=== pipeline_hazard_ctrl ===
pipeline_hazard_ctrl, gate-type map:
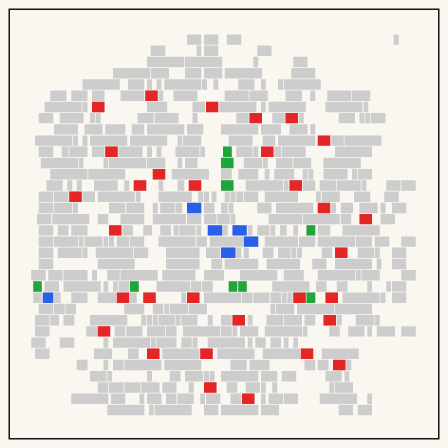
pipeline_hazard_ctrl, the metal 2 layer:
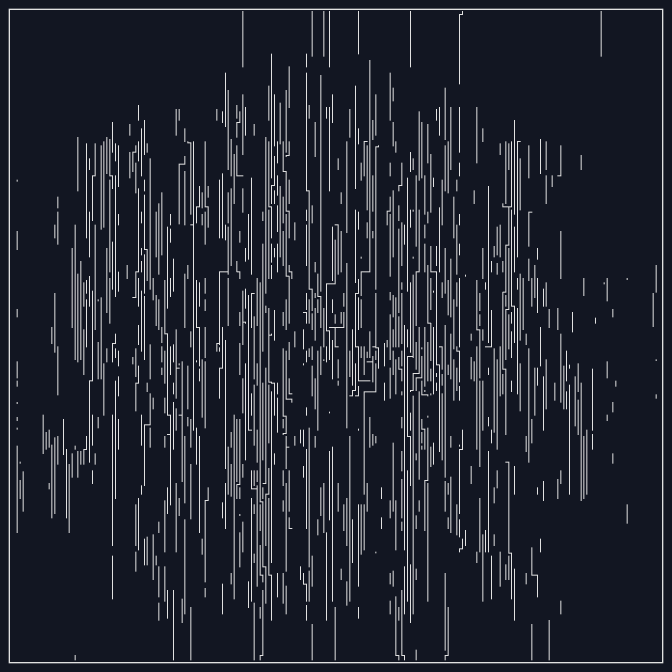
pipeline_hazard_ctrl, signal wires by layer:
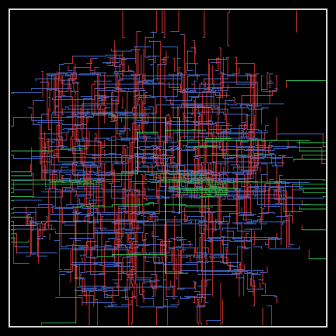
[src/rtl/pipeline_hazard_ctrl.sv]
// Scoreboard-based RAW hazard and redirect flush controller for a 5-stage
// in-order pipeline without forwarding. Each architectural register (x1..)
// has a countdown of cycles until its pending write becomes readable in D.
// Optional build macro: HAZARD_PERF_CNT_EN adds stall/flush perf counters.
module pipeline_hazard_ctrl #(
  parameter int unsigned WB_LATENCY = 3,
  parameter int unsigned NUM_REGS   = 32
) (
  input  logic                clock,
  input  logic                reset,
  input  logic                dec_valid,
  input  logic [4:0]          dec_rs1,
  input  logic [4:0]          dec_rs2,
  input  logic                dec_uses_rs1,
  input  logic                dec_uses_rs2,
  input  logic [4:0]          dec_rd,
  input  logic                dec_rwe,
  input  logic                ex_redirect,
  output logic                pc_hold,
  output logic                fd_flush,
  output logic                dx_bubble,
  output logic                issue,
  output logic [NUM_REGS-1:0] busy_vec
`ifdef HAZARD_PERF_CNT_EN
  ,
  output logic [31:0]         stall_cycles,
  output logic [31:0]         flush_events
`endif
);

  localparam int unsigned CNT_W = $clog2(WB_LATENCY + 1);
  localparam int unsigned REG_W = 5;

  logic [CNT_W-1:0] cnt [1:NUM_REGS-1];
  logic             hazard;
  logic             sb_load;

  // Pending-write flags; x0 is hardwired and never tracked.
  always_comb begin
    busy_vec    = '0;
    for (int unsigned r = 1; r < NUM_REGS; r++) begin
      busy_vec[r] = (cnt[r] != '0);
    end
  end

  // RAW detection and pipeline control; a redirect overrides a stall.
  always_comb begin
    hazard    = dec_valid &
                ((dec_uses_rs1 & (dec_rs1 != '0) & busy_vec[dec_rs1]) |
                 (dec_uses_rs2 & (dec_rs2 != '0) & busy_vec[dec_rs2]));
    issue     = dec_valid & ~hazard & ~ex_redirect;
    pc_hold   = hazard & ~ex_redirect;
    fd_flush  = ex_redirect;
    dx_bubble = hazard | ex_redirect;
    sb_load   = issue & dec_rwe & (dec_rd != '0);
  end

  // Countdown per register: an issuing writer reloads, others drain to zero.
  always_ff @(posedge clock or posedge reset) begin
    if (reset) begin
      for (int unsigned r = 1; r < NUM_REGS; r++) begin
        cnt[r] <= '0;
      end
    end else begin
      for (int unsigned r = 1; r < NUM_REGS; r++) begin
        if (sb_load && (dec_rd == REG_W'(r))) begin
          cnt[r] <= CNT_W'(WB_LATENCY);
        end else if (cnt[r] != '0) begin
          cnt[r] <= cnt[r] - CNT_W'(1);
        end
      end
    end
  end

`ifdef HAZARD_PERF_CNT_EN
  // Free-running wrap-around counters of stall cycles and redirect events.
  always_ff @(posedge clock or posedge reset) begin
    if (reset) begin
      stall_cycles <= '0;
      flush_events <= '0;
    end else begin
      if (pc_hold) begin
        stall_cycles <= stall_cycles + 32'd1;
      end
      if (ex_redirect) begin
        flush_events <= flush_events + 32'd1;
      end
    end
  end
`endif

endmodule
[config.mk]
export PLATFORM = sky130hd
export DESIGN_NAME = pipeline_hazard_ctrl
export DESIGN_NICKNAME = d
export VERILOG_FILES = /design/src/rtl/pipeline_hazard_ctrl.sv
export SDC_FILE = /design/constraint.sdc
export NUM_CORES = 1
export LEC_CHECK = 0
export CAP_MARGIN = 20
export CORE_MARGIN = 5
export CORE_UTILIZATION = 50
export DETAILED_ROUTE_END_ITERATION = 10
export PLACE_DENSITY = 0.76
export SLEW_MARGIN = 20
export SYNTH_ARGS = -nofsm -noshare
export SYNTH_HDL_FRONTEND = slang
export SYNTH_SLANG_ARGS = --single-unit
[constraint.sdc]
create_clock -name clock -period 5.45 [get_ports clock]
set_input_delay 1.09 -clock clock [delete_from_list [all_inputs] [get_ports clock]]
set_output_delay 1.09 -clock clock [all_outputs]
set_load 0.02 [all_outputs]
==> impl_metrics.json <==
{
  "min_delay_path_depth": 2,
  "nNonClkBuffers": 63,
  "post_synth_fa_ha_maj_area_fraction": 0.0883,
  "flops": 62,
  "area_share_clock_buf_inv": 0.0302,
  "pwr-share-seq": 0.258,
  "area.share.sequential": 0.302,
  "place_hpwl_mm": 7.24,
  "ys_sh_simple": 0.0424,
  "warning_count": 26,
  "logic_gates": 226,
  "largest-register": "cnt",
  "clock_buffers_created_by_tritoncts": 9,
  "layout.nets": 513,
  "reg_top3": "cnt (62)",
  "outcome": "complete, no violations",
  "reg2reg_slack_ns": 2.16,
  "port_buffers": 56,
  "chipArea_um2": 10800,
  "synth.top_cells.by_count": "inv_1, dfrtp_1, mux2_2",
  "ys_top_cells_by_area": "dfrtp_1, ha_1, mux2_2",
  "path_clk_slew_ns": 0.06
}
Notes on 'gate-type map' of pipeline_hazard_ctrl above:
[non-inverting ao/oa cells] blue | cells: 6 | where: centre
[and/or cells] green | cells: 9 | most used: or2_2
[xor and xnor cells] red | cells: 31 | most used: xor2_1
share of the final layout cell area in multi-input gates: 0.451
Final Non-Filler Cells: 571

Notes on 'the metal 2 layer' of pipeline_hazard_ctrl above:
main direction: vertical
wire length on this layer: 4,800 um
share of all routed wire: 48%
total detailed-routing wirelength: 9.91 mm
via total after detailed routing: 3,274
met2 routing resource usage after global routing: 0.314

Notes on 'signal wires by layer' of pipeline_hazard_ctrl above:
[M2] red | wire length: 4,800 um
[M1] blue | wire length: 4,260 um
[M4] orange | wire length: 134 um
[M3] green | wire length: 715 um
routed length per placed instance: 17.4 um
global-route usage over all layers: 0.193

through the flow:
step           instance area [um2]  std cells  setup WS (ns)  hold WS [ns]
2_1_floorplan                 4390        414           1.21         0.476
3_3_place_gp                  4990        557          0.373         0.493
3_5_place_dp                  4990        557          0.272         0.492
4_1_cts                       5140        571          0.281         0.512
5_1_grt                       5140        571          0.148         0.534
6_report                      5140        571          0.176         0.507
worst max-delay path by stage:
stage / slack, ns / cells after the start / end / start
3_3_place_gp: 0.37 / 7 / pc_hold / dec_rs1[1]
2_1_floorplan: 1.21 / 8 / pc_hold / dec_rs1[1]
5_1_grt: 0.15 / 7 / dx_bubble / dec_rs1[1]
3_5_place_dp: 0.27 / 7 / pc_hold / dec_rs1[1]
6_report: 0.18 / 7 / pc_hold / dec_rs1[1]
4_1_cts: 0.28 / 7 / pc_hold / dec_rs1[1]
per-layer routing:
| metal | vias to the layer above | GRT usage | share of wire |
|---|---|---|---|
| met1 | 1623 | 0.251 | 0.43 |
| met2 | 108 | 0.314 | 0.48 |
| li1 | 1532 | - | - |
| met4 | 0 | 0.0453 | 0.013 |
| met5 | - | 0 | 0 |
| met3 | 11 | 0.0628 | 0.072 |

=== term_tx_arbiter ===
term_tx_arbiter, placement density heat map:
The die is cut into 11 by 11 equal tiles; white is low, dark blue is high, 0 to 100% covered.
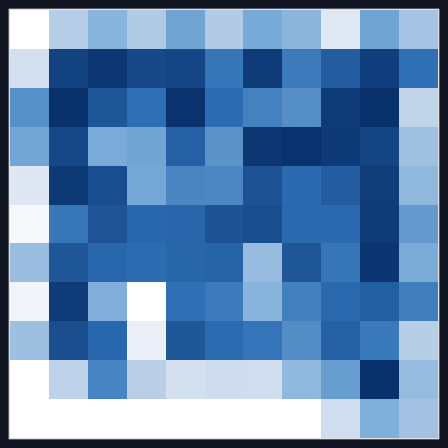
--- src/rtl/term_tx_arbiter.sv ---
// Shares one terminal byte sink between N_REQ byte sources with per-message grant locking.
// Round-robin winner selection in IDLE; a locked owner is dropped after TIMEOUT idle HOLD cycles.
module term_tx_arbiter #(
   parameter int N_REQ   = 2,
   parameter int TIMEOUT = 1024,
   parameter int TW      = 11
) (
   input  logic               clk,
   input  logic               rst_n,
   input  logic [8*N_REQ-1:0] i_req_byte,
   input  logic [N_REQ-1:0]   i_req_v,
   input  logic [N_REQ-1:0]   i_req_last,
   output logic [N_REQ-1:0]   o_req_done,
   output logic [N_REQ-1:0]   o_grant,
   output logic               o_timeout,
   output logic [7:0]         o_byte,
   output logic               o_byte_v,
   input  logic               i_byte_done
);

   // state  | meaning
   // IDLE   | no owner; pick round-robin winner among valid requesters
   // SEND   | o_byte presented to sink, waiting for i_byte_done
   // ACK    | o_req_done pulse to owner; requester inputs ignored
   // HOLD   | grant locked mid-message; wait for owner's next byte or timeout
   typedef enum logic [1:0] {S_IDLE, S_SEND, S_ACK, S_HOLD} state_t;

   localparam int IW = (N_REQ > 1) ? $clog2(N_REQ) : 1;

   state_t            state, state_nxt;
   logic [IW-1:0]     g, rr_ptr, win_idx, src, g_next;
   logic              win_found;
   logic [TW-1:0]     cnt;
   logic              last_q;
   logic [7:0]        byte_q;
   logic [7:0]        byte_sel;
   logic              last_sel;
   logic              load;
   logic              tmo;
   logic [N_REQ-1:0]  g_onehot;

   always_comb begin
      win_found = 1'b0;
      win_idx   = '0;
      // Descending scan so the lowest offset from rr_ptr is the final winner.
      for (int i = N_REQ - 1; i >= 0; i--) begin
         if (i_req_v[IW'((int'(rr_ptr) + i) % N_REQ)]) begin
            win_found = 1'b1;
            win_idx   = IW'((int'(rr_ptr) + i) % N_REQ);
         end
      end
   end

   assign src = (state == S_IDLE) ? win_idx : g;

   always_comb begin
      byte_sel = 8'h00;
      last_sel = 1'b0;
      for (int k = 0; k < N_REQ; k++) begin
         if (IW'(k) == src) begin
            byte_sel = i_req_byte[8*k +: 8];
            last_sel = i_req_last[k];
         end
      end
   end

   assign g_next   = (g == IW'(N_REQ - 1)) ? '0 : g + IW'(1);
   assign g_onehot = {{(N_REQ-1){1'b0}}, 1'b1} << g;

   always_ff @(posedge clk or negedge rst_n) begin
      if (!rst_n) state <= S_IDLE;
      else        state <= state_nxt;
   end

   always_comb begin
      state_nxt = state;
      load      = 1'b0;
      tmo       = 1'b0;
      case (state)
         S_IDLE: if (win_found) begin
            state_nxt = S_SEND;
            load      = 1'b1;
         end
         S_SEND: if (i_byte_done) state_nxt = S_ACK;
         S_ACK:  state_nxt = last_q ? S_IDLE : S_HOLD;
         S_HOLD: begin
            if (i_req_v[g]) begin
               state_nxt = S_SEND;
               load      = 1'b1;
            end else if (cnt == TW'(TIMEOUT - 1)) begin
               state_nxt = S_IDLE;
               tmo       = 1'b1;
            end
         end
         default: state_nxt = S_IDLE;
      endcase
   end

   always_comb begin
      o_byte_v   = (state == S_SEND);
      o_grant    = (state != S_IDLE) ? g_onehot : '0;
      o_req_done = (state == S_ACK) ? g_onehot : '0;
      o_timeout  = tmo;
      o_byte     = byte_q;
   end

   always_ff @(posedge clk or negedge rst_n) begin
      if (!rst_n) begin
         g      <= '0;
         rr_ptr <= '0;
         cnt    <= '0;
         last_q <= 1'b0;
         byte_q <= 8'h00;
      end else begin
         if (load) begin
            byte_q <= byte_sel;
            last_q <= last_sel;
            if (state == S_IDLE) g <= win_idx;
         end
         if (state == S_ACK) begin
            cnt <= '0;
            if (last_q) rr_ptr <= g_next;
         end
         if (state == S_HOLD && !load && !tmo) cnt <= cnt + TW'(1);
         if (tmo) rr_ptr <= g_next;
      end
   end

endmodule

--- config.mk ---
export PLATFORM = sky130hd
export DESIGN_NAME = term_tx_arbiter
export DESIGN_NICKNAME = d
export VERILOG_FILES = /design/src/rtl/term_tx_arbiter.sv
export SDC_FILE = /design/constraint.sdc
export NUM_CORES = 1
export LEC_CHECK = 0
export CAP_MARGIN = 20
export CORE_UTILIZATION = 49
export CTS_BUF_LIST = sky130_fd_sc_hd__clkbuf_4 sky130_fd_sc_hd__clkbuf_8 sky130_fd_sc_hd__clkbuf_16
export CTS_CLUSTER_SIZE = 28
export DETAILED_ROUTE_END_ITERATION = 8
export GPL_TIMING_DRIVEN = 0
export PLACE_DENSITY = 0.84
export SYNTH_ARGS = -nofsm -noshare
export SYNTH_HDL_FRONTEND = slang
export SYNTH_SLANG_ARGS = --single-unit
--- constraint.sdc ---
create_clock -name clk -period 4.12 [get_ports clk]
set_clock_uncertainty 0.2 [all_clocks]
set_input_delay 0.412 -clock clk [delete_from_list [all_inputs] [get_ports clk]]
set_output_delay 0.412 -clock clk [all_outputs]
set_load 0.03 [all_outputs]
==> impl_metrics.json <==
{
  "detailroute.via_count": 1251,
  "placement_rows": 19,
  "antenna_left": 0,
  "class_of_the_tightest_hold_or_removal_check": "in -> async",
  "tap-cell-count": 31,
  "clock_buffers_created_by_tritoncts": 3,
  "gp_congestion": 0.811,
  "synthesis.yosys.warnings": 0,
  "wire_per_inst_um": 16.6,
  "internal-power_uw": 714,
  "tritoncts": "built",
  "violations": "DRC",
  "critical_path_peak_fanout": 9,
  "power.density_nw_per_um2": 649,
  "clockNetworkPower_uw": 128,
  "path_cells": "ha_1, nand3_2, nor3_1, nor3b_1, clkdlybuf4s50_1",
  "total_congestion_overflow": 0,
  "rsz0062_at_grt": "no",
  "outcome": "complete, but fails checks",
  "fin_hold_ws_ns": 0.177,
  "place.detailed.instances": 198,
  "place_hpwl_mm": 2.48,
  "drc": 12,
  "yosys_most_used_dff": "dfrtp_1",
  "mappedNetlistNets": 160,
  "mi_logic_area_um2": 826,
  "pwr-share-seq": 0.292,
  "max_stage_delay_ns": 0.71,
  "layout.buffer.nonclock.area_share": 0.211,
  "report.power.total_uw": 1260
}
Notes on 'placement density heat map' of term_tx_arbiter above:
fullest tile: 100%
emptiest ninth of the die: south-west
nearly empty tiles: 9.1%
mean over tiles: 59%
starting density of the core: 0.525
core region area: 2810 um2

layer usage:
| layer | track usage | up-vias |
|---|---|---|
| met5 | 0 | - |
| met1 | 0.284 | 614 |
| met4 | 0.105 | 0 |
| met2 | 0.396 | 39 |
| li1 | - | 593 |
| met3 | 0.0369 | 5 |
sequential cells by signal (all words and copies together) (netlist names):
signal  cells
state       2
rr_ptr      1
last_q      1
g           1
o_byte      8
cnt        11
cells by family (layout without fill, tap and decap cells):
logic type	count (synthesis)	after routing	synth area share
and+or+nand+nor	44	44	0.190
muxes	22	22	0.168
AOI/OAI and AO/OA	24	24	0.145
xor gates and xnor gates	1	1	0.00594
DFF	24	24	0.407
buffers and inverters	10	51	0.0323
adders and majority gates	6	6	0.0509
worst paths after layout:
kind	slack [ns]	to	startpoint
setup / recovery	1.06	o_timeout	cnt[1]
max in group asynchronous	3.10	o_byte[4]	rst_n
setup reg to reg	1.53	cnt[4]	state[0]
hold reg to reg	0.32	o_byte[4]	o_byte[4]
hold / removal	0.18	o_byte[3]	rst_n
min in group clk	0.32	o_byte[4]	o_byte[4]


==> gallery <==
Routing congestion map.
image #1
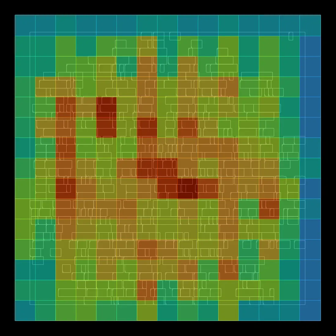
image #2
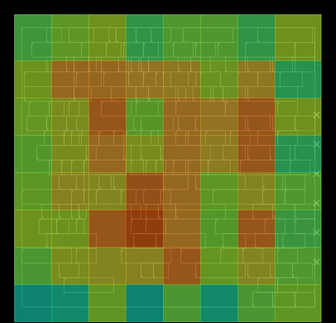
Image #2 comes from term_tx_arbiter.
Image #1 comes from pipeline_hazard_ctrl.
Of these, highest utilization: image #2
Of these, highest track usage: image #2

Power figures rest on the tool's default switching activity, not on a simulated workload.
